######## time_keeper_flat ########
### src/rtl/alarm_pkg.sv
// Shared encodings and limits for the alarm-clock timekeeping core.
package alarm_pkg;

  typedef enum logic [1:0] {
    ModeRun      = 2'b00,
    ModeSetTime  = 2'b01,
    ModeSetAlarm = 2'b10,
    ModeRunAlt   = 2'b11
  } mode_e;

  typedef enum logic [1:0] {
    StIdle    = 2'b00,
    StRinging = 2'b01,
    StSnoozed = 2'b10
  } alarm_state_e;

  localparam int unsigned MAX_HOUR = 23;
  localparam int unsigned MAX_MIN  = 59;
  localparam int unsigned MAX_SEC  = 59;

  // Modular increment: returns 0 once val has reached max.
  function automatic logic [5:0] wrap_inc(input logic [5:0] val, input int unsigned max);
    return (val == 6'(max)) ? 6'd0 : val + 6'd1;
  endfunction

endpackage

### src/rtl/time_keeper_if.sv
// Control inputs and time/alarm outputs of the timekeeping core.
interface time_keeper_if;
  import alarm_pkg::*;

  mode_e      mode;
  logic       inc_hr;
  logic       inc_min;
  logic       alarm_en;
  logic       snooze;
  logic       stop;

  logic [4:0] hours;
  logic [5:0] minutes;
  logic [5:0] seconds;
  logic [4:0] alarm_hours;
  logic [5:0] alarm_minutes;
  logic       ringing;
  logic       sec_tick;

  modport master (
    output mode, inc_hr, inc_min, alarm_en, snooze, stop,
    input  hours, minutes, seconds, alarm_hours, alarm_minutes, ringing, sec_tick
  );

  modport slave (
    input  mode, inc_hr, inc_min, alarm_en, snooze, stop,
    output hours, minutes, seconds, alarm_hours, alarm_minutes, ringing, sec_tick
  );

endinterface

### src/rtl/edge_sync.sv
// Two-flop synchroniser with a rising-edge detector; the reset value is chosen so that
// releasing reset with the input already high does not look like an edge.
module edge_sync #(
  parameter bit ResetVal = 1'b1
) (
  input  logic clk,
  input  logic rst_n,
  input  logic async_in,
  output logic rise
);

  logic s1_q, s2_q, p_q;

  always_ff @(posedge clk) begin
    if (!rst_n) begin
      s1_q <= ResetVal;
      s2_q <= ResetVal;
      p_q  <= ResetVal;
    end else begin
      s1_q <= async_in;
      s2_q <= s1_q;
      p_q  <= s2_q;
    end
  end

  assign rise = s2_q & ~p_q;

endmodule

### src/rtl/time_keeper.sv
// Time-of-day counter, alarm registers and ring/snooze state machine, advanced by the
// synchronised 1 Hz strobe from the clock divider.
module time_keeper
  import alarm_pkg::*;
#(
  parameter int unsigned ALARM_SECS = 60,
  parameter int unsigned SNOOZE_MIN = 5
) (
  input  logic          clk,
  input  logic          rst_n,
  input  logic          sec_clk,
  time_keeper_if.slave  bus
);

  localparam int unsigned SnzLoad = SNOOZE_MIN * 60;
  localparam int unsigned RingW   = $clog2(ALARM_SECS + 1);
  localparam int unsigned SnzW    = $clog2(SnzLoad + 1);

  logic sec_tick;

  edge_sync #(
    .ResetVal (1'b1)
  ) u_sec_sync (
    .clk      (clk),
    .rst_n    (rst_n),
    .async_in (sec_clk),
    .rise     (sec_tick)
  );

  logic [4:0]      hours_q, hours_d, al_hours_q, al_hours_d, adv_hours;
  logic [5:0]      minutes_q, minutes_d, al_minutes_q, al_minutes_d, adv_minutes;
  logic [5:0]      seconds_q, seconds_d, adv_seconds;
  logic            set_time, set_alarm, commit, alarm_match;
  alarm_state_e    state_q;
  logic [RingW-1:0] ring_cnt_q, ring_nxt;
  logic [SnzW-1:0]  snz_cnt_q, snz_nxt;

  always_comb begin
    set_time  = (bus.mode == ModeSetTime);
    set_alarm = (bus.mode == ModeSetAlarm);
    commit    = sec_tick && !set_time;
  end

  // Time of day one second later, with carries.
  always_comb begin
    adv_seconds = wrap_inc(seconds_q, MAX_SEC);
    adv_minutes = minutes_q;
    adv_hours   = hours_q;
    if (seconds_q == 6'(MAX_SEC)) begin
      adv_minutes = wrap_inc(minutes_q, MAX_MIN);
      if (minutes_q == 6'(MAX_MIN)) begin
        adv_hours = 5'(wrap_inc({1'b0, hours_q}, MAX_HOUR));
      end
    end
  end

  always_comb begin
    hours_d      = hours_q;
    minutes_d    = minutes_q;
    seconds_d    = seconds_q;
    al_hours_d   = al_hours_q;
    al_minutes_d = al_minutes_q;

    if (set_time) begin
      seconds_d = '0;
      if (bus.inc_hr) begin
        hours_d = 5'(wrap_inc({1'b0, hours_q}, MAX_HOUR));
      end
      if (bus.inc_min) begin
        minutes_d = wrap_inc(minutes_q, MAX_MIN);
      end
    end else if (commit) begin
      hours_d   = adv_hours;
      minutes_d = adv_minutes;
      seconds_d = adv_seconds;
    end

    if (set_alarm) begin
      if (bus.inc_hr) begin
        al_hours_d = 5'(wrap_inc({1'b0, al_hours_q}, MAX_HOUR));
      end
      if (bus.inc_min) begin
        al_minutes_d = wrap_inc(al_minutes_q, MAX_MIN);
      end
    end
  end

  // Match on the value being committed so ringing rises on the same edge as the time.
  always_comb begin
    alarm_match = commit && (adv_seconds == 6'd0) &&
                  (adv_hours == al_hours_q) && (adv_minutes == al_minutes_q);
    ring_nxt    = ring_cnt_q + RingW'(1);
    snz_nxt     = snz_cnt_q - SnzW'(1);
  end

  always_ff @(posedge clk) begin
    if (!rst_n) begin
      hours_q      <= '0;
      minutes_q    <= '0;
      seconds_q    <= '0;
      al_hours_q   <= '0;
      al_minutes_q <= '0;
    end else begin
      hours_q      <= hours_d;
      minutes_q    <= minutes_d;
      seconds_q    <= seconds_d;
      al_hours_q   <= al_hours_d;
      al_minutes_q <= al_minutes_d;
    end
  end

  always_ff @(posedge clk) begin
    if (!rst_n) begin
      state_q    <= StIdle;
      ring_cnt_q <= '0;
      snz_cnt_q  <= '0;
    end else if (!bus.alarm_en || set_time) begin
      state_q <= StIdle;
    end else begin
      unique case (state_q)
        StIdle: begin
          if (alarm_match) begin
            state_q    <= StRinging;
            ring_cnt_q <= '0;
          end
        end
        StRinging: begin
          if (bus.stop) begin
            state_q <= StIdle;
          end else if (bus.snooze) begin
            state_q   <= StSnoozed;
            snz_cnt_q <= SnzW'(SnzLoad);
          end else if (sec_tick) begin
            ring_cnt_q <= ring_nxt;
            if (ring_nxt == RingW'(ALARM_SECS)) begin
              state_q <= StIdle;
            end
          end
        end
        StSnoozed: begin
          if (bus.stop) begin
            state_q <= StIdle;
          end else if (sec_tick) begin
            snz_cnt_q <= snz_nxt;
            if (snz_nxt == '0) begin
              state_q    <= StRinging;
              ring_cnt_q <= '0;
            end
          end
        end
        default: state_q <= StIdle;
      endcase
    end
  end

  assign bus.hours         = hours_q;
  assign bus.minutes       = minutes_q;
  assign bus.seconds       = seconds_q;
  assign bus.alarm_hours   = al_hours_q;
  assign bus.alarm_minutes = al_minutes_q;
  assign bus.ringing       = (state_q == StRinging);
  assign bus.sec_tick      = sec_tick;

endmodule

### src/flat_wrapper.sv
// flat-port wrapper written by rule: the top's interface ports become plain ports
module time_keeper_flat import alarm_pkg::*;
#(
  parameter int unsigned ALARM_SECS = 60,
  parameter int unsigned SNOOZE_MIN = 5
)
  (clk, rst_n, sec_clk, bus_mode, bus_inc_hr, bus_inc_min, bus_alarm_en, bus_snooze, bus_stop, bus_hours, bus_minutes, bus_seconds, bus_alarm_hours, bus_alarm_minutes, bus_ringing, bus_sec_tick);
  time_keeper_if bus_i ();
  input  logic clk;
  input  logic rst_n;
  input  logic sec_clk;
  input wire logic [$bits(bus_i.mode)-1:0] bus_mode;
  input wire logic [$bits(bus_i.inc_hr)-1:0] bus_inc_hr;
  input wire logic [$bits(bus_i.inc_min)-1:0] bus_inc_min;
  input wire logic [$bits(bus_i.alarm_en)-1:0] bus_alarm_en;
  input wire logic [$bits(bus_i.snooze)-1:0] bus_snooze;
  input wire logic [$bits(bus_i.stop)-1:0] bus_stop;
  output wire logic [$bits(bus_i.hours)-1:0] bus_hours;
  output wire logic [$bits(bus_i.minutes)-1:0] bus_minutes;
  output wire logic [$bits(bus_i.seconds)-1:0] bus_seconds;
  output wire logic [$bits(bus_i.alarm_hours)-1:0] bus_alarm_hours;
  output wire logic [$bits(bus_i.alarm_minutes)-1:0] bus_alarm_minutes;
  output wire logic [$bits(bus_i.ringing)-1:0] bus_ringing;
  output wire logic [$bits(bus_i.sec_tick)-1:0] bus_sec_tick;
  assign bus_i.mode = bus_mode;
  assign bus_i.inc_hr = bus_inc_hr;
  assign bus_i.inc_min = bus_inc_min;
  assign bus_i.alarm_en = bus_alarm_en;
  assign bus_i.snooze = bus_snooze;
  assign bus_i.stop = bus_stop;
  assign bus_hours = bus_i.hours;
  assign bus_minutes = bus_i.minutes;
  assign bus_seconds = bus_i.seconds;
  assign bus_alarm_hours = bus_i.alarm_hours;
  assign bus_alarm_minutes = bus_i.alarm_minutes;
  assign bus_ringing = bus_i.ringing;
  assign bus_sec_tick = bus_i.sec_tick;
  time_keeper #(.ALARM_SECS(ALARM_SECS), .SNOOZE_MIN(SNOOZE_MIN)) u_core (.clk(clk), .rst_n(rst_n), .sec_clk(sec_clk), .bus(bus_i));
endmodule
### config.mk
export PLATFORM = sky130hd
export DESIGN_NAME = time_keeper_flat
export DESIGN_NICKNAME = d
export VERILOG_FILES = /design/src/rtl/alarm_pkg.sv /design/src/rtl/time_keeper_if.sv /design/src/rtl/edge_sync.sv /design/src/rtl/time_keeper.sv /design/src/flat_wrapper.sv
export SDC_FILE = /design/constraint.sdc
export NUM_CORES = 1
export LEC_CHECK = 0
export CAP_MARGIN = 20
export CORE_MARGIN = 2
export CORE_UTILIZATION = 40
export CTS_CLUSTER_DIAMETER = 100
export DETAILED_ROUTE_END_ITERATION = 7
export SKIP_LAST_GASP = 1
export SYNTH_ARGS = -nofsm -noshare
export SYNTH_HDL_FRONTEND = slang
export SYNTH_SLANG_ARGS = --single-unit
export TNS_END_PERCENT = 100
### constraint.sdc
create_clock -name clk -period 8.8 [get_ports clk]
set_clock_uncertainty 0.2 [all_clocks]
set_input_delay 1.76 -clock clk [delete_from_list [all_inputs] [get_ports clk]]
set_output_delay 1.76 -clock clk [all_outputs]
set_load 0.05 [all_outputs]
######## pipe_io_panel ########
--- src/rtl/pipe_io_panel.sv ---
// pipe_io_panel
//   Board-side I/O responder for the pipelined CPU's memory-mapped ports.
//   Debounces 12 slide switches into two 6-bit input ports and scans a
//   6-digit, active-low, multiplexed seven-segment display that shows the
//   low bytes of the CPU's three output ports.
//
// Ports
//   clock      system clock, rising edge
//   reset      synchronous, active-high
//   sw_raw     asynchronous switch levels ([5:0] -> in_port0, [11:6] -> in_port1)
//   out_port0  CPU output port 0, bits [7:0] shown on digits 1..0
//   out_port1  CPU output port 1, bits [7:0] shown on digits 3..2
//   out_port2  CPU output port 2, bits [7:0] shown on digits 5..4
//   in_port0   debounced sw_raw[5:0]
//   in_port1   debounced sw_raw[11:6]
//   in_chg     one-cycle pulse in the cycle either input port changes
//   an         digit enables, active-low, one-hot
//   seg        segments {g,f,e,d,c,b,a}, active-low
module pipe_io_panel #(
  parameter int DEBOUNCE_CYCLES = 4,
  parameter int SCAN_DIV        = 4
) (
  input  logic        clock,
  input  logic        reset,
  input  logic [11:0] sw_raw,
  input  logic [31:0] out_port0,
  input  logic [31:0] out_port1,
  input  logic [31:0] out_port2,
  output logic [5:0]  in_port0,
  output logic [5:0]  in_port1,
  output logic        in_chg,
  output logic [5:0]  an,
  output logic [6:0]  seg
);

  localparam int CW = (DEBOUNCE_CYCLES > 1) ? $clog2(DEBOUNCE_CYCLES) : 1;
  localparam int DW = (SCAN_DIV > 1) ? $clog2(SCAN_DIV) : 1;
  localparam logic [CW-1:0] CNT_MAX    = CW'(DEBOUNCE_CYCLES - 1);
  localparam logic [DW-1:0] DIV_MAX    = DW'(SCAN_DIV - 1);
  localparam logic [2:0]    LAST_DIGIT = 3'd5;

  // ---------------------------------------------------------------- input path
  logic [11:0]   r_s1;
  logic [11:0]   r_s2;
  logic [11:0]   r_stable;
  logic [CW-1:0] r_cnt [12];
  logic          r_chg;
  logic [11:0]   w_upd;

  // A bit is accepted when it has differed from the stable level for
  // DEBOUNCE_CYCLES consecutive edges, i.e. the counter is already saturated.
  always_comb begin
    w_upd = '0;
    for (int unsigned i = 0; i < 12; i++) begin
      w_upd[i] = (r_s2[i] != r_stable[i]) && (r_cnt[i] == CNT_MAX);
    end
  end

  always_ff @(posedge clock) begin
    if (reset) begin
      r_s1     <= '0;
      r_s2     <= '0;
      r_stable <= '0;
      r_chg    <= 1'b0;
      for (int unsigned i = 0; i < 12; i++) begin
        r_cnt[i] <= '0;
      end
    end else begin
      r_s1  <= sw_raw;
      r_s2  <= r_s1;
      r_chg <= |w_upd;
      for (int unsigned i = 0; i < 12; i++) begin
        if (r_s2[i] == r_stable[i]) begin
          r_cnt[i] <= '0;
        end else if (w_upd[i]) begin
          r_stable[i] <= r_s2[i];
          r_cnt[i]    <= '0;
        end else begin
          r_cnt[i] <= r_cnt[i] + CW'(1);
        end
      end
    end
  end

  assign in_port0 = r_stable[5:0];
  assign in_port1 = r_stable[11:6];
  assign in_chg   = r_chg;

  // -------------------------------------------------------------- display path
  logic [DW-1:0] r_div;
  logic [2:0]    r_digit;
  logic [23:0]   r_snap;
  logic [5:0]    r_an;
  logic [6:0]    r_seg;
  logic          w_div_wrap;
  logic          w_frame_end;
  logic [3:0]    w_nib;
  logic [6:0]    w_seg;
  logic          w_unused;

  assign w_div_wrap  = (r_div == DIV_MAX);
  assign w_frame_end = w_div_wrap && (r_digit == LAST_DIGIT);
  assign w_nib       = r_snap[{r_digit, 2'b00} +: 4];

  // Only the low byte of each output port is displayed.
  assign w_unused = ^{out_port0[31:8], out_port1[31:8], out_port2[31:8]};

  always_comb begin
    w_seg = '1;
    case (w_nib)
      4'h0: w_seg = 7'h40;
      4'h1: w_seg = 7'h79;
      4'h2: w_seg = 7'h24;
      4'h3: w_seg = 7'h30;
      4'h4: w_seg = 7'h19;
      4'h5: w_seg = 7'h12;
      4'h6: w_seg = 7'h02;
      4'h7: w_seg = 7'h78;
      4'h8: w_seg = 7'h00;
      4'h9: w_seg = 7'h10;
      4'hA: w_seg = 7'h08;
      4'hB: w_seg = 7'h03;
      4'hC: w_seg = 7'h46;
      4'hD: w_seg = 7'h21;
      4'hE: w_seg = 7'h06;
      4'hF: w_seg = 7'h0E;
      default: w_seg = '1;
    endcase
  end

  always_ff @(posedge clock) begin
    if (reset) begin
      r_div   <= '0;
      r_digit <= '0;
      r_snap  <= '0;
      r_an    <= '1;
      r_seg   <= '1;
    end else begin
      r_div <= w_div_wrap ? '0 : r_div + DW'(1);
      if (w_div_wrap) begin
        r_digit <= (r_digit == LAST_DIGIT) ? 3'd0 : r_digit + 3'd1;
      end
      // Snapshot only between frames so a frame never mixes old and new data.
      if (w_frame_end) begin
        r_snap <= {out_port2[7:0], out_port1[7:0], out_port0[7:0]};
      end
      r_an  <= ~(6'b000001 << r_digit);
      r_seg <= w_seg;
    end
  end

  assign an  = r_an;
  assign seg = r_seg;

endmodule
--- config.mk ---
export PLATFORM = sky130hd
export DESIGN_NAME = pipe_io_panel
export DESIGN_NICKNAME = d
export VERILOG_FILES = /design/src/rtl/pipe_io_panel.sv
export SDC_FILE = /design/constraint.sdc
export NUM_CORES = 1
export LEC_CHECK = 0
export CORE_ASPECT_RATIO = 1.4
export CORE_MARGIN = 1.5
export CORE_UTILIZATION = 51
export CTS_BUF_LIST = sky130_fd_sc_hd__clkbuf_8
export DETAILED_ROUTE_END_ITERATION = 8
export PLACE_DENSITY = 0.85
export SYNTH_ARGS = -nofsm -noshare
export SYNTH_HDL_FRONTEND = slang
export SYNTH_SLANG_ARGS = --single-unit
--- constraint.sdc ---
create_clock -name clock -period 2.91 [get_ports clock]
set_input_delay 0.4365 -clock clock [delete_from_list [all_inputs] [get_ports clock]]
set_output_delay 0.4365 -clock clock [all_outputs]
set_load 0.1 [all_outputs]
######## lsu_mem_ctrl_flat ########
$ cat src/rtl/lsu_mem_ctrl_if.sv
// Bundle between the pipeline memory stage, the load/store controller and the data memory.
interface lsu_mem_if #(
  parameter int unsigned ADDRESS_WIDTH = 10
);
  logic                     req_valid;
  logic                     req_ready;
  logic                     req_we;
  logic [2:0]               req_funct3;
  logic [31:0]              req_addr;
  logic [31:0]              req_wdata;
  logic                     rsp_valid;
  logic [31:0]              rsp_rdata;
  logic                     rsp_err;
  logic                     mem_we;
  logic [ADDRESS_WIDTH-1:0] mem_addr;
  logic [31:0]              mem_din;
  logic [31:0]              mem_dout;

  // Pipeline side: issues requests, consumes responses
  modport master (
    output req_valid, req_we, req_funct3, req_addr, req_wdata,
    input  req_ready, rsp_valid, rsp_rdata, rsp_err
  );

  // Controller side: serves requests and drives the memory port
  modport slave (
    input  req_valid, req_we, req_funct3, req_addr, req_wdata, mem_dout,
    output req_ready, rsp_valid, rsp_rdata, rsp_err, mem_we, mem_addr, mem_din
  );

  // Data memory side
  modport mem (
    input  mem_we, mem_addr, mem_din,
    output mem_dout
  );
endinterface

$ cat src/rtl/lsu_mem_ctrl.sv
// Load/store controller: RISC-V B/H/W loads and stores onto a word-wide single-port
// memory with 1-cycle synchronous read; sub-word stores use read-modify-write.
module lsu_mem_ctrl #(
  parameter int unsigned ADDRESS_WIDTH = 10
) (
  input logic      clk,
  input logic      rst,
  lsu_mem_if.slave lsu_if
);
  localparam int unsigned AW = ADDRESS_WIDTH;
  localparam int unsigned LW = AW + 2;

  typedef enum logic [2:0] {IDLE, RD, DATA, WR, RESP, ERR} state_e;

  state_e         state_q;
  logic           we_q;
  logic [2:0]     funct3_q;
  logic [LW-1:0]  addr_q;
  logic [31:0]    wbuf_q;
  logic [31:0]    rdata_q;

  logic           ready_c;
  logic           accept_c;
  logic           illegal_c;
  logic           misalign_c;
  logic [7:0]     byte_c;
  logic [15:0]    half_c;
  logic [31:0]    rdata_d;
  logic [31:0]    wbuf_d;
  logic           unused_addr_bits;

  assign ready_c          = (state_q == IDLE) && !rst;
  assign accept_c         = lsu_if.req_valid && ready_c;
  assign unused_addr_bits = ^lsu_if.req_addr[31:LW];

  // Request classification, evaluated on the live request at the accept edge
  always_comb begin
    illegal_c  = 1'b0;
    misalign_c = 1'b0;
    if (lsu_if.req_we) begin
      illegal_c = (lsu_if.req_funct3 > 3'b010);
    end else begin
      illegal_c = (lsu_if.req_funct3 == 3'b011) || (lsu_if.req_funct3 == 3'b110) ||
                  (lsu_if.req_funct3 == 3'b111);
    end
    case (lsu_if.req_funct3[1:0])
      2'b01:   misalign_c = lsu_if.req_addr[0];
      2'b10:   misalign_c = |lsu_if.req_addr[1:0];
      default: misalign_c = 1'b0;
    endcase
  end

  // Lane extraction / extension for loads and lane merge for sub-word stores
  always_comb begin
    byte_c  = lsu_if.mem_dout[{addr_q[1:0], 3'b000} +: 8];
    half_c  = addr_q[1] ? lsu_if.mem_dout[31:16] : lsu_if.mem_dout[15:0];
    rdata_d = lsu_if.mem_dout;
    case (funct3_q)
      3'b000:  rdata_d = {{24{byte_c[7]}}, byte_c};
      3'b100:  rdata_d = {24'b0, byte_c};
      3'b001:  rdata_d = {{16{half_c[15]}}, half_c};
      3'b101:  rdata_d = {16'b0, half_c};
      default: rdata_d = lsu_if.mem_dout;
    endcase
    wbuf_d = lsu_if.mem_dout;
    if (funct3_q[1:0] == 2'b00) begin
      wbuf_d[{addr_q[1:0], 3'b000} +: 8] = wbuf_q[7:0];
    end else begin
      wbuf_d[{addr_q[1], 4'b0000} +: 16] = wbuf_q[15:0];
    end
  end

  // Control FSM; wbuf_q holds the store data until the merge replaces it
  always_ff @(posedge clk or posedge rst) begin
    if (rst) begin
      state_q  <= IDLE;
      we_q     <= 1'b0;
      funct3_q <= 3'b000;
      addr_q   <= '0;
      wbuf_q   <= 32'h0;
      rdata_q  <= 32'h0;
    end else begin
      case (state_q)
        IDLE: begin
          if (accept_c) begin
            we_q     <= lsu_if.req_we;
            funct3_q <= lsu_if.req_funct3;
            addr_q   <= lsu_if.req_addr[LW-1:0];
            wbuf_q   <= lsu_if.req_wdata;
            rdata_q  <= 32'h0;
            if (illegal_c || misalign_c) begin
              state_q <= ERR;
            end else if (lsu_if.req_we && (lsu_if.req_funct3 == 3'b010)) begin
              state_q <= WR;
            end else begin
              state_q <= RD;
            end
          end
        end
        RD:   state_q <= DATA;
        DATA: begin
          if (we_q) begin
            wbuf_q  <= wbuf_d;
            state_q <= WR;
          end else begin
            rdata_q <= rdata_d;
            state_q <= RESP;
          end
        end
        WR:      state_q <= RESP;
        RESP:    state_q <= IDLE;
        ERR:     state_q <= IDLE;
        default: state_q <= IDLE;
      endcase
    end
  end

  assign lsu_if.req_ready = ready_c;
  assign lsu_if.rsp_valid = (state_q == RESP) || (state_q == ERR);
  assign lsu_if.rsp_err   = (state_q == ERR);
  assign lsu_if.rsp_rdata = rdata_q;
  assign lsu_if.mem_we    = (state_q == WR);
  assign lsu_if.mem_addr  = addr_q[LW-1:2];
  assign lsu_if.mem_din   = wbuf_q;
endmodule

$ cat src/flat_wrapper.sv
// flat-port wrapper written by rule: the top's interface ports become plain ports
module lsu_mem_ctrl_flat 
#(
  parameter int unsigned ADDRESS_WIDTH = 10
)
  (clk, rst, lsu_if_req_valid, lsu_if_req_we, lsu_if_req_funct3, lsu_if_req_addr, lsu_if_req_wdata, lsu_if_mem_dout, lsu_if_req_ready, lsu_if_rsp_valid, lsu_if_rsp_rdata, lsu_if_rsp_err, lsu_if_mem_we, lsu_if_mem_addr, lsu_if_mem_din);
  lsu_mem_if #(.ADDRESS_WIDTH(ADDRESS_WIDTH)) lsu_if_i ();
  input logic clk;
  input logic rst;
  input wire logic [$bits(lsu_if_i.req_valid)-1:0] lsu_if_req_valid;
  input wire logic [$bits(lsu_if_i.req_we)-1:0] lsu_if_req_we;
  input wire logic [$bits(lsu_if_i.req_funct3)-1:0] lsu_if_req_funct3;
  input wire logic [$bits(lsu_if_i.req_addr)-1:0] lsu_if_req_addr;
  input wire logic [$bits(lsu_if_i.req_wdata)-1:0] lsu_if_req_wdata;
  input wire logic [$bits(lsu_if_i.mem_dout)-1:0] lsu_if_mem_dout;
  output wire logic [$bits(lsu_if_i.req_ready)-1:0] lsu_if_req_ready;
  output wire logic [$bits(lsu_if_i.rsp_valid)-1:0] lsu_if_rsp_valid;
  output wire logic [$bits(lsu_if_i.rsp_rdata)-1:0] lsu_if_rsp_rdata;
  output wire logic [$bits(lsu_if_i.rsp_err)-1:0] lsu_if_rsp_err;
  output wire logic [$bits(lsu_if_i.mem_we)-1:0] lsu_if_mem_we;
  output wire logic [$bits(lsu_if_i.mem_addr)-1:0] lsu_if_mem_addr;
  output wire logic [$bits(lsu_if_i.mem_din)-1:0] lsu_if_mem_din;
  assign lsu_if_i.req_valid = lsu_if_req_valid;
  assign lsu_if_i.req_we = lsu_if_req_we;
  assign lsu_if_i.req_funct3 = lsu_if_req_funct3;
  assign lsu_if_i.req_addr = lsu_if_req_addr;
  assign lsu_if_i.req_wdata = lsu_if_req_wdata;
  assign lsu_if_i.mem_dout = lsu_if_mem_dout;
  assign lsu_if_req_ready = lsu_if_i.req_ready;
  assign lsu_if_rsp_valid = lsu_if_i.rsp_valid;
  assign lsu_if_rsp_rdata = lsu_if_i.rsp_rdata;
  assign lsu_if_rsp_err = lsu_if_i.rsp_err;
  assign lsu_if_mem_we = lsu_if_i.mem_we;
  assign lsu_if_mem_addr = lsu_if_i.mem_addr;
  assign lsu_if_mem_din = lsu_if_i.mem_din;
  lsu_mem_ctrl #(.ADDRESS_WIDTH(ADDRESS_WIDTH)) u_core (.clk(clk), .rst(rst), .lsu_if(lsu_if_i));
endmodule
$ cat config.mk
export PLATFORM = sky130hd
export DESIGN_NAME = lsu_mem_ctrl_flat
export DESIGN_NICKNAME = d
export VERILOG_FILES = /design/src/rtl/lsu_mem_ctrl_if.sv /design/src/rtl/lsu_mem_ctrl.sv /design/src/flat_wrapper.sv
export SDC_FILE = /design/constraint.sdc
export NUM_CORES = 1
export LEC_CHECK = 0
export ABC_AREA = 1
export CAP_MARGIN = 20
export CORE_MARGIN = 2
export CORE_UTILIZATION = 47
export CTS_CLUSTER_DIAMETER = 80
export DETAILED_ROUTE_END_ITERATION = 10
export GPL_TIMING_DRIVEN = 0
export HOLD_SLACK_MARGIN = 0.05
export PLACE_DENSITY_LB_ADDON = 0.1
export RECOVER_POWER = 100
export SYNTH_ARGS = -nofsm -noshare
export SYNTH_HDL_FRONTEND = slang
export SYNTH_SLANG_ARGS = --single-unit
$ cat constraint.sdc
create_clock -name clk -period 3.5 [get_ports clk]
set_input_delay 0.7 -clock clk [delete_from_list [all_inputs] [get_ports clk]]
set_output_delay 0.7 -clock clk [all_outputs]
set_load 0.1 [all_outputs]
######## uncache_wbuf ########
--- src/rtl/uncache_wbuf_pkg.sv ---
// uncache_wbuf_pkg: FSM encoding and entry-width helper shared by the uncache write buffer
package uncache_wbuf_pkg;

    typedef enum logic [1:0] {
        WBUF_IDLE = 2'd0,
        WBUF_WR   = 2'd1,
        WBUF_RD   = 2'd2
    } wbuf_state_e;

    // One buffered store is {addr, size, mask, wdata}
    function automatic int wbuf_entry_w(input int addr_w, input int data_w);
        return addr_w + 2 + data_w / 8 + data_w;
    endfunction

endpackage

--- src/rtl/uncache_wbuf_fifo.sv ---
// uncache_wbuf_fifo: DEPTH-entry register FIFO with count/full/empty, asynchronous active-low reset
module uncache_wbuf_fifo #(
    parameter int DEPTH = 4,
    parameter int W     = 106
) (
    input  logic         clk,
    input  logic         rst,
    input  logic         push_i,
    input  logic         pop_i,
    input  logic [W-1:0] wdata_i,
    output logic [W-1:0] rdata_o,
    output logic         full_o,
    output logic         empty_o
);
    localparam int PTR_W = $clog2(DEPTH);

    logic [W-1:0]     mem_q [DEPTH];
    logic [PTR_W-1:0] wr_ptr_q, wr_ptr_d, rd_ptr_q, rd_ptr_d;
    logic [PTR_W:0]   count_q, count_d;
    logic             do_push, do_pop;

    assign full_o   = count_q == (PTR_W + 1)'(DEPTH);
    assign empty_o  = count_q == '0;
    assign do_push  = push_i && !full_o;
    assign do_pop   = pop_i && !empty_o;
    assign wr_ptr_d = do_push ? wr_ptr_q + PTR_W'(1) : wr_ptr_q;
    assign rd_ptr_d = do_pop ? rd_ptr_q + PTR_W'(1) : rd_ptr_q;
    assign count_d  = count_q + {{PTR_W{1'b0}}, do_push} - {{PTR_W{1'b0}}, do_pop};
    assign rdata_o  = mem_q[rd_ptr_q];

    // Storage needs no reset: a dropped entry is unreachable once the pointers clear
    always_ff @(posedge clk) begin
        if (do_push) mem_q[wr_ptr_q] <= wdata_i;
    end

    // Pointers wrap naturally at DEPTH because DEPTH is a power of two
    always_ff @(posedge clk or negedge rst) begin
        if (!rst) begin
            wr_ptr_q <= '0;
            rd_ptr_q <= '0;
            count_q  <= '0;
        end else begin
            wr_ptr_q <= wr_ptr_d;
            rd_ptr_q <= rd_ptr_d;
            count_q  <= count_d;
        end
    end

endmodule

--- src/rtl/uncache_wbuf.sv ---
// uncache_wbuf: posted-write buffer for uncached/MMIO traffic; loads wait for all earlier stores.
// Optional UNCACHE_WBUF_PERF_EN adds saturating stall/drain counters. Reset rst is async active-low.
module uncache_wbuf
    import uncache_wbuf_pkg::*;
#(
    parameter int DEPTH  = 4,
    parameter int ADDR_W = 32,
    parameter int DATA_W = 64
) (
    input  logic                clk,
    input  logic                rst,
    input  logic                cpu_re_i,
    input  logic                cpu_we_i,
    input  logic [DATA_W/8-1:0] cpu_mask_i,
    input  logic [ADDR_W-1:0]   cpu_addr_i,
    input  logic [1:0]          cpu_size_i,
    input  logic [DATA_W-1:0]   cpu_wdata_i,
    output logic [DATA_W-1:0]   cpu_rdata_o,
    output logic                cpu_refresh_o,
    output logic                arb_re_o,
    output logic                arb_we_o,
    output logic [DATA_W/8-1:0] arb_mask_o,
    output logic [ADDR_W-1:0]   arb_addr_o,
    output logic [1:0]          arb_size_o,
    output logic [DATA_W-1:0]   arb_wdata_o,
    input  logic [DATA_W-1:0]   arb_rdata_i,
    input  logic                arb_refresh_i
`ifdef UNCACHE_WBUF_PERF_EN
    ,
    output logic [31:0]         perf_stall_o,
    output logic [31:0]         perf_wr_o
`endif
);
    localparam int MW = DATA_W / 8;
    localparam int EW = wbuf_entry_w(ADDR_W, DATA_W);

    wbuf_state_e       state_q, state_d;
    logic              ack_q, ack_d;
    logic [DATA_W-1:0] rdata_q, rdata_d;
    logic [ADDR_W-1:0] rd_addr_q, rd_addr_d;
    logic [1:0]        rd_size_q, rd_size_d;
    logic [MW-1:0]     rd_mask_q, rd_mask_d;
    logic [EW-1:0]     head;
    logic [ADDR_W-1:0] h_addr;
    logic [1:0]        h_size;
    logic [MW-1:0]     h_mask;
    logic [DATA_W-1:0] h_wdata;
    logic              full, empty, push, pop, rd_start;

    // No sampling while the ack pulse is high, so a held request is never enqueued twice
    assign push     = cpu_we_i && !full && !ack_q;
    assign pop      = state_q == WBUF_WR && arb_refresh_i;
    assign rd_start = empty && cpu_re_i && !cpu_we_i && !ack_q;

    uncache_wbuf_fifo #(.DEPTH(DEPTH), .W(EW)) u_fifo (
        .clk     (clk),
        .rst     (rst),
        .push_i  (push),
        .pop_i   (pop),
        .wdata_i ({cpu_addr_i, cpu_size_i, cpu_mask_i, cpu_wdata_i}),
        .rdata_o (head),
        .full_o  (full),
        .empty_o (empty)
    );

    assign {h_addr, h_size, h_mask, h_wdata} = head;

    assign arb_we_o      = state_q == WBUF_WR;
    assign arb_re_o      = state_q == WBUF_RD;
    assign arb_addr_o    = arb_we_o ? h_addr : arb_re_o ? rd_addr_q : '0;
    assign arb_size_o    = arb_we_o ? h_size : arb_re_o ? rd_size_q : '0;
    assign arb_mask_o    = arb_we_o ? h_mask : arb_re_o ? rd_mask_q : '0;
    assign arb_wdata_o   = arb_we_o ? h_wdata : '0;
    assign cpu_refresh_o = ack_q;
    assign cpu_rdata_o   = rdata_q;

    // Next state: drain stores first; a load only starts once the buffer is empty
    always_comb begin
        state_d   = state_q;
        ack_d     = push;
        rdata_d   = rdata_q;
        rd_addr_d = rd_addr_q;
        rd_size_d = rd_size_q;
        rd_mask_d = rd_mask_q;
        case (state_q)
            WBUF_IDLE: begin
                if (!empty) begin
                    state_d = WBUF_WR;
                end else if (rd_start) begin
                    state_d   = WBUF_RD;
                    rd_addr_d = cpu_addr_i;
                    rd_size_d = cpu_size_i;
                    rd_mask_d = cpu_mask_i;
                end
            end
            WBUF_WR: begin
                if (arb_refresh_i) state_d = WBUF_IDLE;
            end
            WBUF_RD: begin
                if (arb_refresh_i) begin
                    state_d = WBUF_IDLE;
                    rdata_d = arb_rdata_i;
                    ack_d   = 1'b1;
                end
            end
            default: state_d = WBUF_IDLE;
        endcase
    end

    // State, ack pulse, read latch and returned load data
    always_ff @(posedge clk or negedge rst) begin
        if (!rst) begin
            state_q   <= WBUF_IDLE;
            ack_q     <= 1'b0;
            rdata_q   <= '0;
            rd_addr_q <= '0;
            rd_size_q <= '0;
            rd_mask_q <= '0;
        end else begin
            state_q   <= state_d;
            ack_q     <= ack_d;
            rdata_q   <= rdata_d;
            rd_addr_q <= rd_addr_d;
            rd_size_q <= rd_size_d;
            rd_mask_q <= rd_mask_d;
        end
    end

`ifdef UNCACHE_WBUF_PERF_EN
    logic [31:0] stall_q, wr_q;

    // Saturating counters: CPU store cycles blocked by a full buffer, and drained stores
    always_ff @(posedge clk or negedge rst) begin
        if (!rst) begin
            stall_q <= '0;
            wr_q    <= '0;
        end else begin
            if (cpu_we_i && full && stall_q != '1) stall_q <= stall_q + 32'd1;
            if (pop && wr_q != '1) wr_q <= wr_q + 32'd1;
        end
    end

    assign perf_stall_o = stall_q;
    assign perf_wr_o    = wr_q;
`endif

    a_we_re_excl: assert property (@(posedge clk) disable iff (!rst) !(cpu_we_i && cpu_re_i));
    a_no_idle_refresh: assert property (@(posedge clk) disable iff (!rst) !(arb_refresh_i && state_q == WBUF_IDLE));

endmodule

--- config.mk ---
export PLATFORM = sky130hd
export DESIGN_NAME = uncache_wbuf
export DESIGN_NICKNAME = d
export VERILOG_FILES = /design/src/rtl/uncache_wbuf_pkg.sv /design/src/rtl/uncache_wbuf_fifo.sv /design/src/rtl/uncache_wbuf.sv
export SDC_FILE = /design/constraint.sdc
export NUM_CORES = 1
export LEC_CHECK = 0
export CAP_MARGIN = 10
export CORE_MARGIN = 4
export CORE_UTILIZATION = 36
export CTS_BUF_LIST = sky130_fd_sc_hd__clkbuf_4
export CTS_CLUSTER_DIAMETER = 60
export DETAILED_ROUTE_END_ITERATION = 10
export PLACE_DENSITY_LB_ADDON = 0.05
export SLEW_MARGIN = 25
export SYNTH_ARGS = -nofsm -noshare
export SYNTH_HDL_FRONTEND = slang
export SYNTH_SLANG_ARGS = --single-unit
--- constraint.sdc ---
create_clock -name clk -period 5.21 [get_ports clk]
set_input_delay 0.521 -clock clk [delete_from_list [all_inputs] [get_ports clk]]
set_output_delay 0.521 -clock clk [all_outputs]
set_load 0.1 [all_outputs]
time_keeper_flat, track usage over the die:
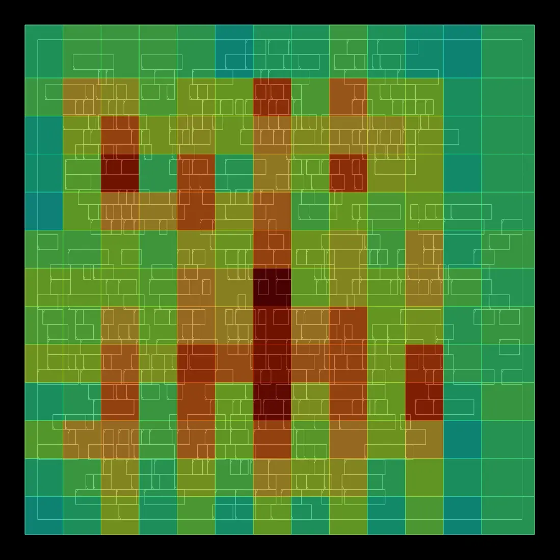
GR Util All Layers: 0.1951
busiest grt layer: met2
GRT met1 Usage: 0.2800

==> out/qor.yml, time_keeper_flat <==
final_timing:
  fin_crit_ns: 4.121
  hold_ws_ns: 0.2169
clock_network:
  clk_path_buf_depth: 2
  cts_root_buf: "clkbuf_8"
global_routing:
  grt_pass1_vias: 2789
worst_setup_path:
  cp-start-kind: "flip-flop"
  max_stage_delay_ns: 0.89
detailed_routing:
  ant_nets: 0
  drt_iter0_markers: 236
  wl_per_cell_um: 15.55
synthesis:
  yosys.area_share.aoi: 0.2473
  synth-main-ff-cell: "dfxtp_1"
  syn-num-nets: 413
  syn_area_sq_mm: 0.003127
  synthCells: 395
  yosys.area_share.simple: 0.2825
  fa_ha_area_frac: 0.03201
min_path:
  hold_depth: 1
  hp-start: "u_core.u_sec_sync.s1_q"
finish:
  n_fill_cell: 760
  largest_reg_flops: 9
  clock_area_frac: 0.03448
place:
  pre_cts_ws_ns: 4.728
job:
  warning_count: 27
run_status:
  outcome: "complete, no violations"
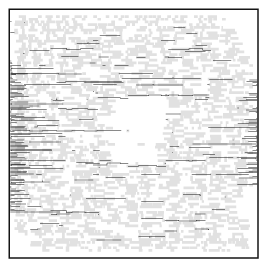
uncache_wbuf: signal wires on met3
(1 px per um)
- share of all routed wire: 8.0%
- nets with wire on the layer: 199
- wire length on this layer: 3,900 um
- longest straight run: 78.7 um

==> out/qor.yml, uncache_wbuf <==
synthesis:
  edf_count: 424
  ys_top_cells_by_count: "edfxtp_1 (424), dfrtp_1 (116), mux4_2 (106)"
worst_setup_path:
  startpoint: "u_fifo.rd_ptr_q[0]"
  arrival_ns: 3.89
  crit_chain: "buf_12, mux4_2, a22o_1, clkdlybuf4s50_1"
global_routing:
  overflow: 0
finish:
  area_dominant_class: "sequential cells"
  insertedDiodeCount: 7
  largest_reg_flops: 424
  final_area_sq_mm: 0.02708
  ff_count: 540
  n_all_buffers: 368
final_timing:
  clock_skew_ns: 0.03164
  timing.final.max_slew_violations: 0
  hold_violations: 0
clock_network:
  htreeDepth: 4
run_status:
  outcome: "complete, no violations"
floorplan:
  fp.dieH_um: 247.3
detailed_routing:
  vias: 10982
pipe_io_panel, track usage over the die:
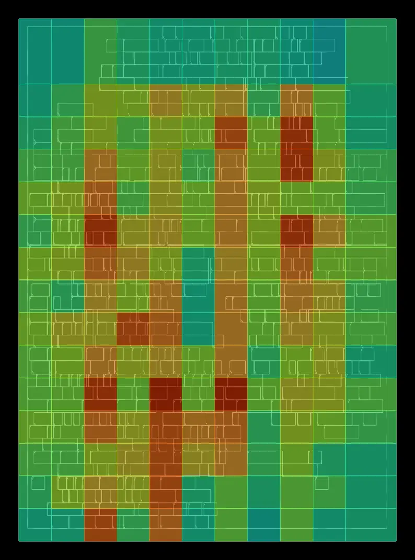
routed wire length per instance: 12.53 um
M3 GR Usage: 0.05103
GR Util All Layers: 0.1797
busiest grt layer: met2

==> out/qor.yml, pipe_io_panel <==
clock_network:
  holdBufCountCts: 0
detailed_routing:
  wl_met2_um: 3739
  wl_met3_um: 316
synthesis:
  yosys.area_share.simple: 0.1735
  ys_seq_elements: 103
  syn_area_sq_mm: 0.004198
worst_setup_path:
  reg2reg_from: "r_digit[1]"
  critPathMaxFanout: 16
  crit_chain: "mux2_2, a22oi_1, o21ai_1, inv_1, ha_1, o21ai_0, a21boi_0, o221ai_1"
  cp-start-kind: "flip-flop"
run_status:
  outcome: "complete, no violations"
place:
  place_inst: 571
finish:
  n_fill_cell: 706
  drive_gt1_frac: 0.1031
lsu_mem_ctrl_flat, wiring by layer:
(2 px per um)
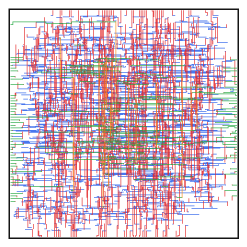
- blue: M1 (wire length 8,060 um)
- orange: M4 (wire length 577 um)
- green: M3 (wire length 1,820 um)
- red: M2 (wire length 8,120 um)
GR Util All Layers: 0.2929
total number of vias: 6,298
routed wire length per instance: 15.32 um

lsu_mem_ctrl_flat, clock distribution:
(3 px per um)
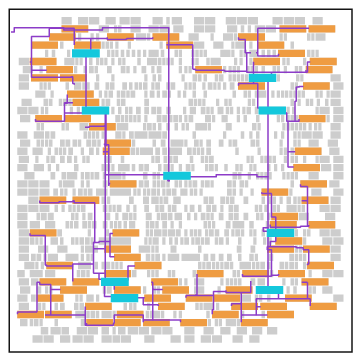
- purple: clock wires (length 1,160 um)
- orange: flip-flops (count 83)
- cyan: clock-net drivers (count 9)
- flops lie: widely spread
- routed clock nets: 10

==> out/qor.yml, lsu_mem_ctrl_flat <==
worst_setup_path:
  r2r_slack_ns: 1.25
  worstSetupPathDepth: 4
  worst-path-buf-inv: 3
  reg2reg_depth: 10
synthesis:
  yosys_warnings: 0
  yosysChipArea_sq_mm: 0.005659
  syn-mean-instance-area_sq_um: 6.373
  synth.comb.largest_family: "simple AND/OR/NAND/NOR gates"
  yosys.cell_count.top_type: "nand2_1"
  postSynth.asyncResetShare: 1.000
detailed_routing:
  wirelength_um: 18570
  drt_iter0_markers: 679
finish:
  n_clock_buffer: 9
  final_util: 0.6488
  clock_area_frac: 0.03918
  n_all_buffers: 214
  final_area_sq_mm: 0.007696
global_routing:
  grt_pass1_vias: 5695
  met2_usage: 0.4495
  overflow: 0
run_status:
  outcome: "complete, no violations"
final_timing:
  period_used_share: 0.9080
job:
  drv_cap: 0
clock_network:
  clk_pin_slew_worst_paths_ns: 0.07


==> notes/layouts.md <==
Pictures saved along the way, in no particular order.

Signal wires on met3.
panel A
(2 px per um)
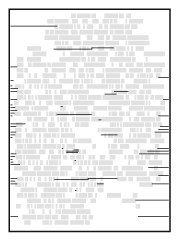
panel B
(2 px per um)
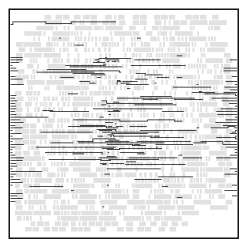
panel C
(3 px per um)
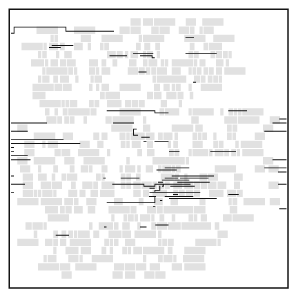
- time_keeper_flat = panel C
- pipe_io_panel = panel A
- lsu_mem_ctrl_flat = panel B
Of these, largest die: panel B

Key to panel C:
- main direction: horizontal
- nets with wire on the layer: 53
- wire length on this layer: 432 um


==> screenshots <==
Clock distribution.
image #1
(3 px per um)
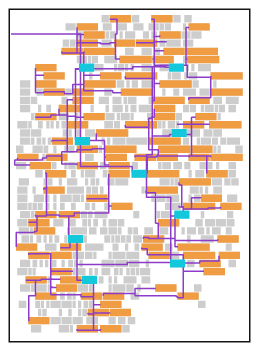
image #2
(4 px per um)
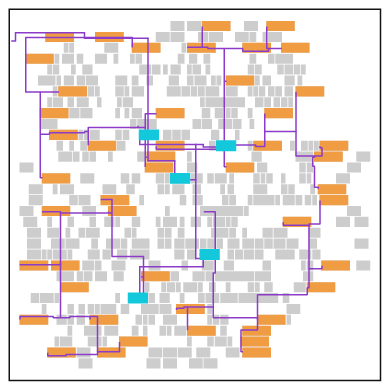
image #3
(1.5 px per um)
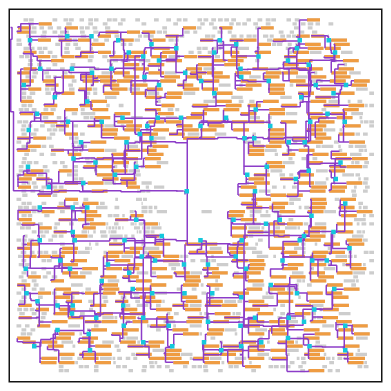
- fewest sequential cells: image #2
- most sequential cells: image #3
uncache_wbuf is image #3.
pipe_io_panel is image #1.
time_keeper_flat is image #2.

Key to image #3:
- purple: clock wires (length 7,640 um)
- cyan: clock-net drivers (count 149)
- orange: flip-flops (count 540)
- routed clock nets: 150
- flops lie: widely spread

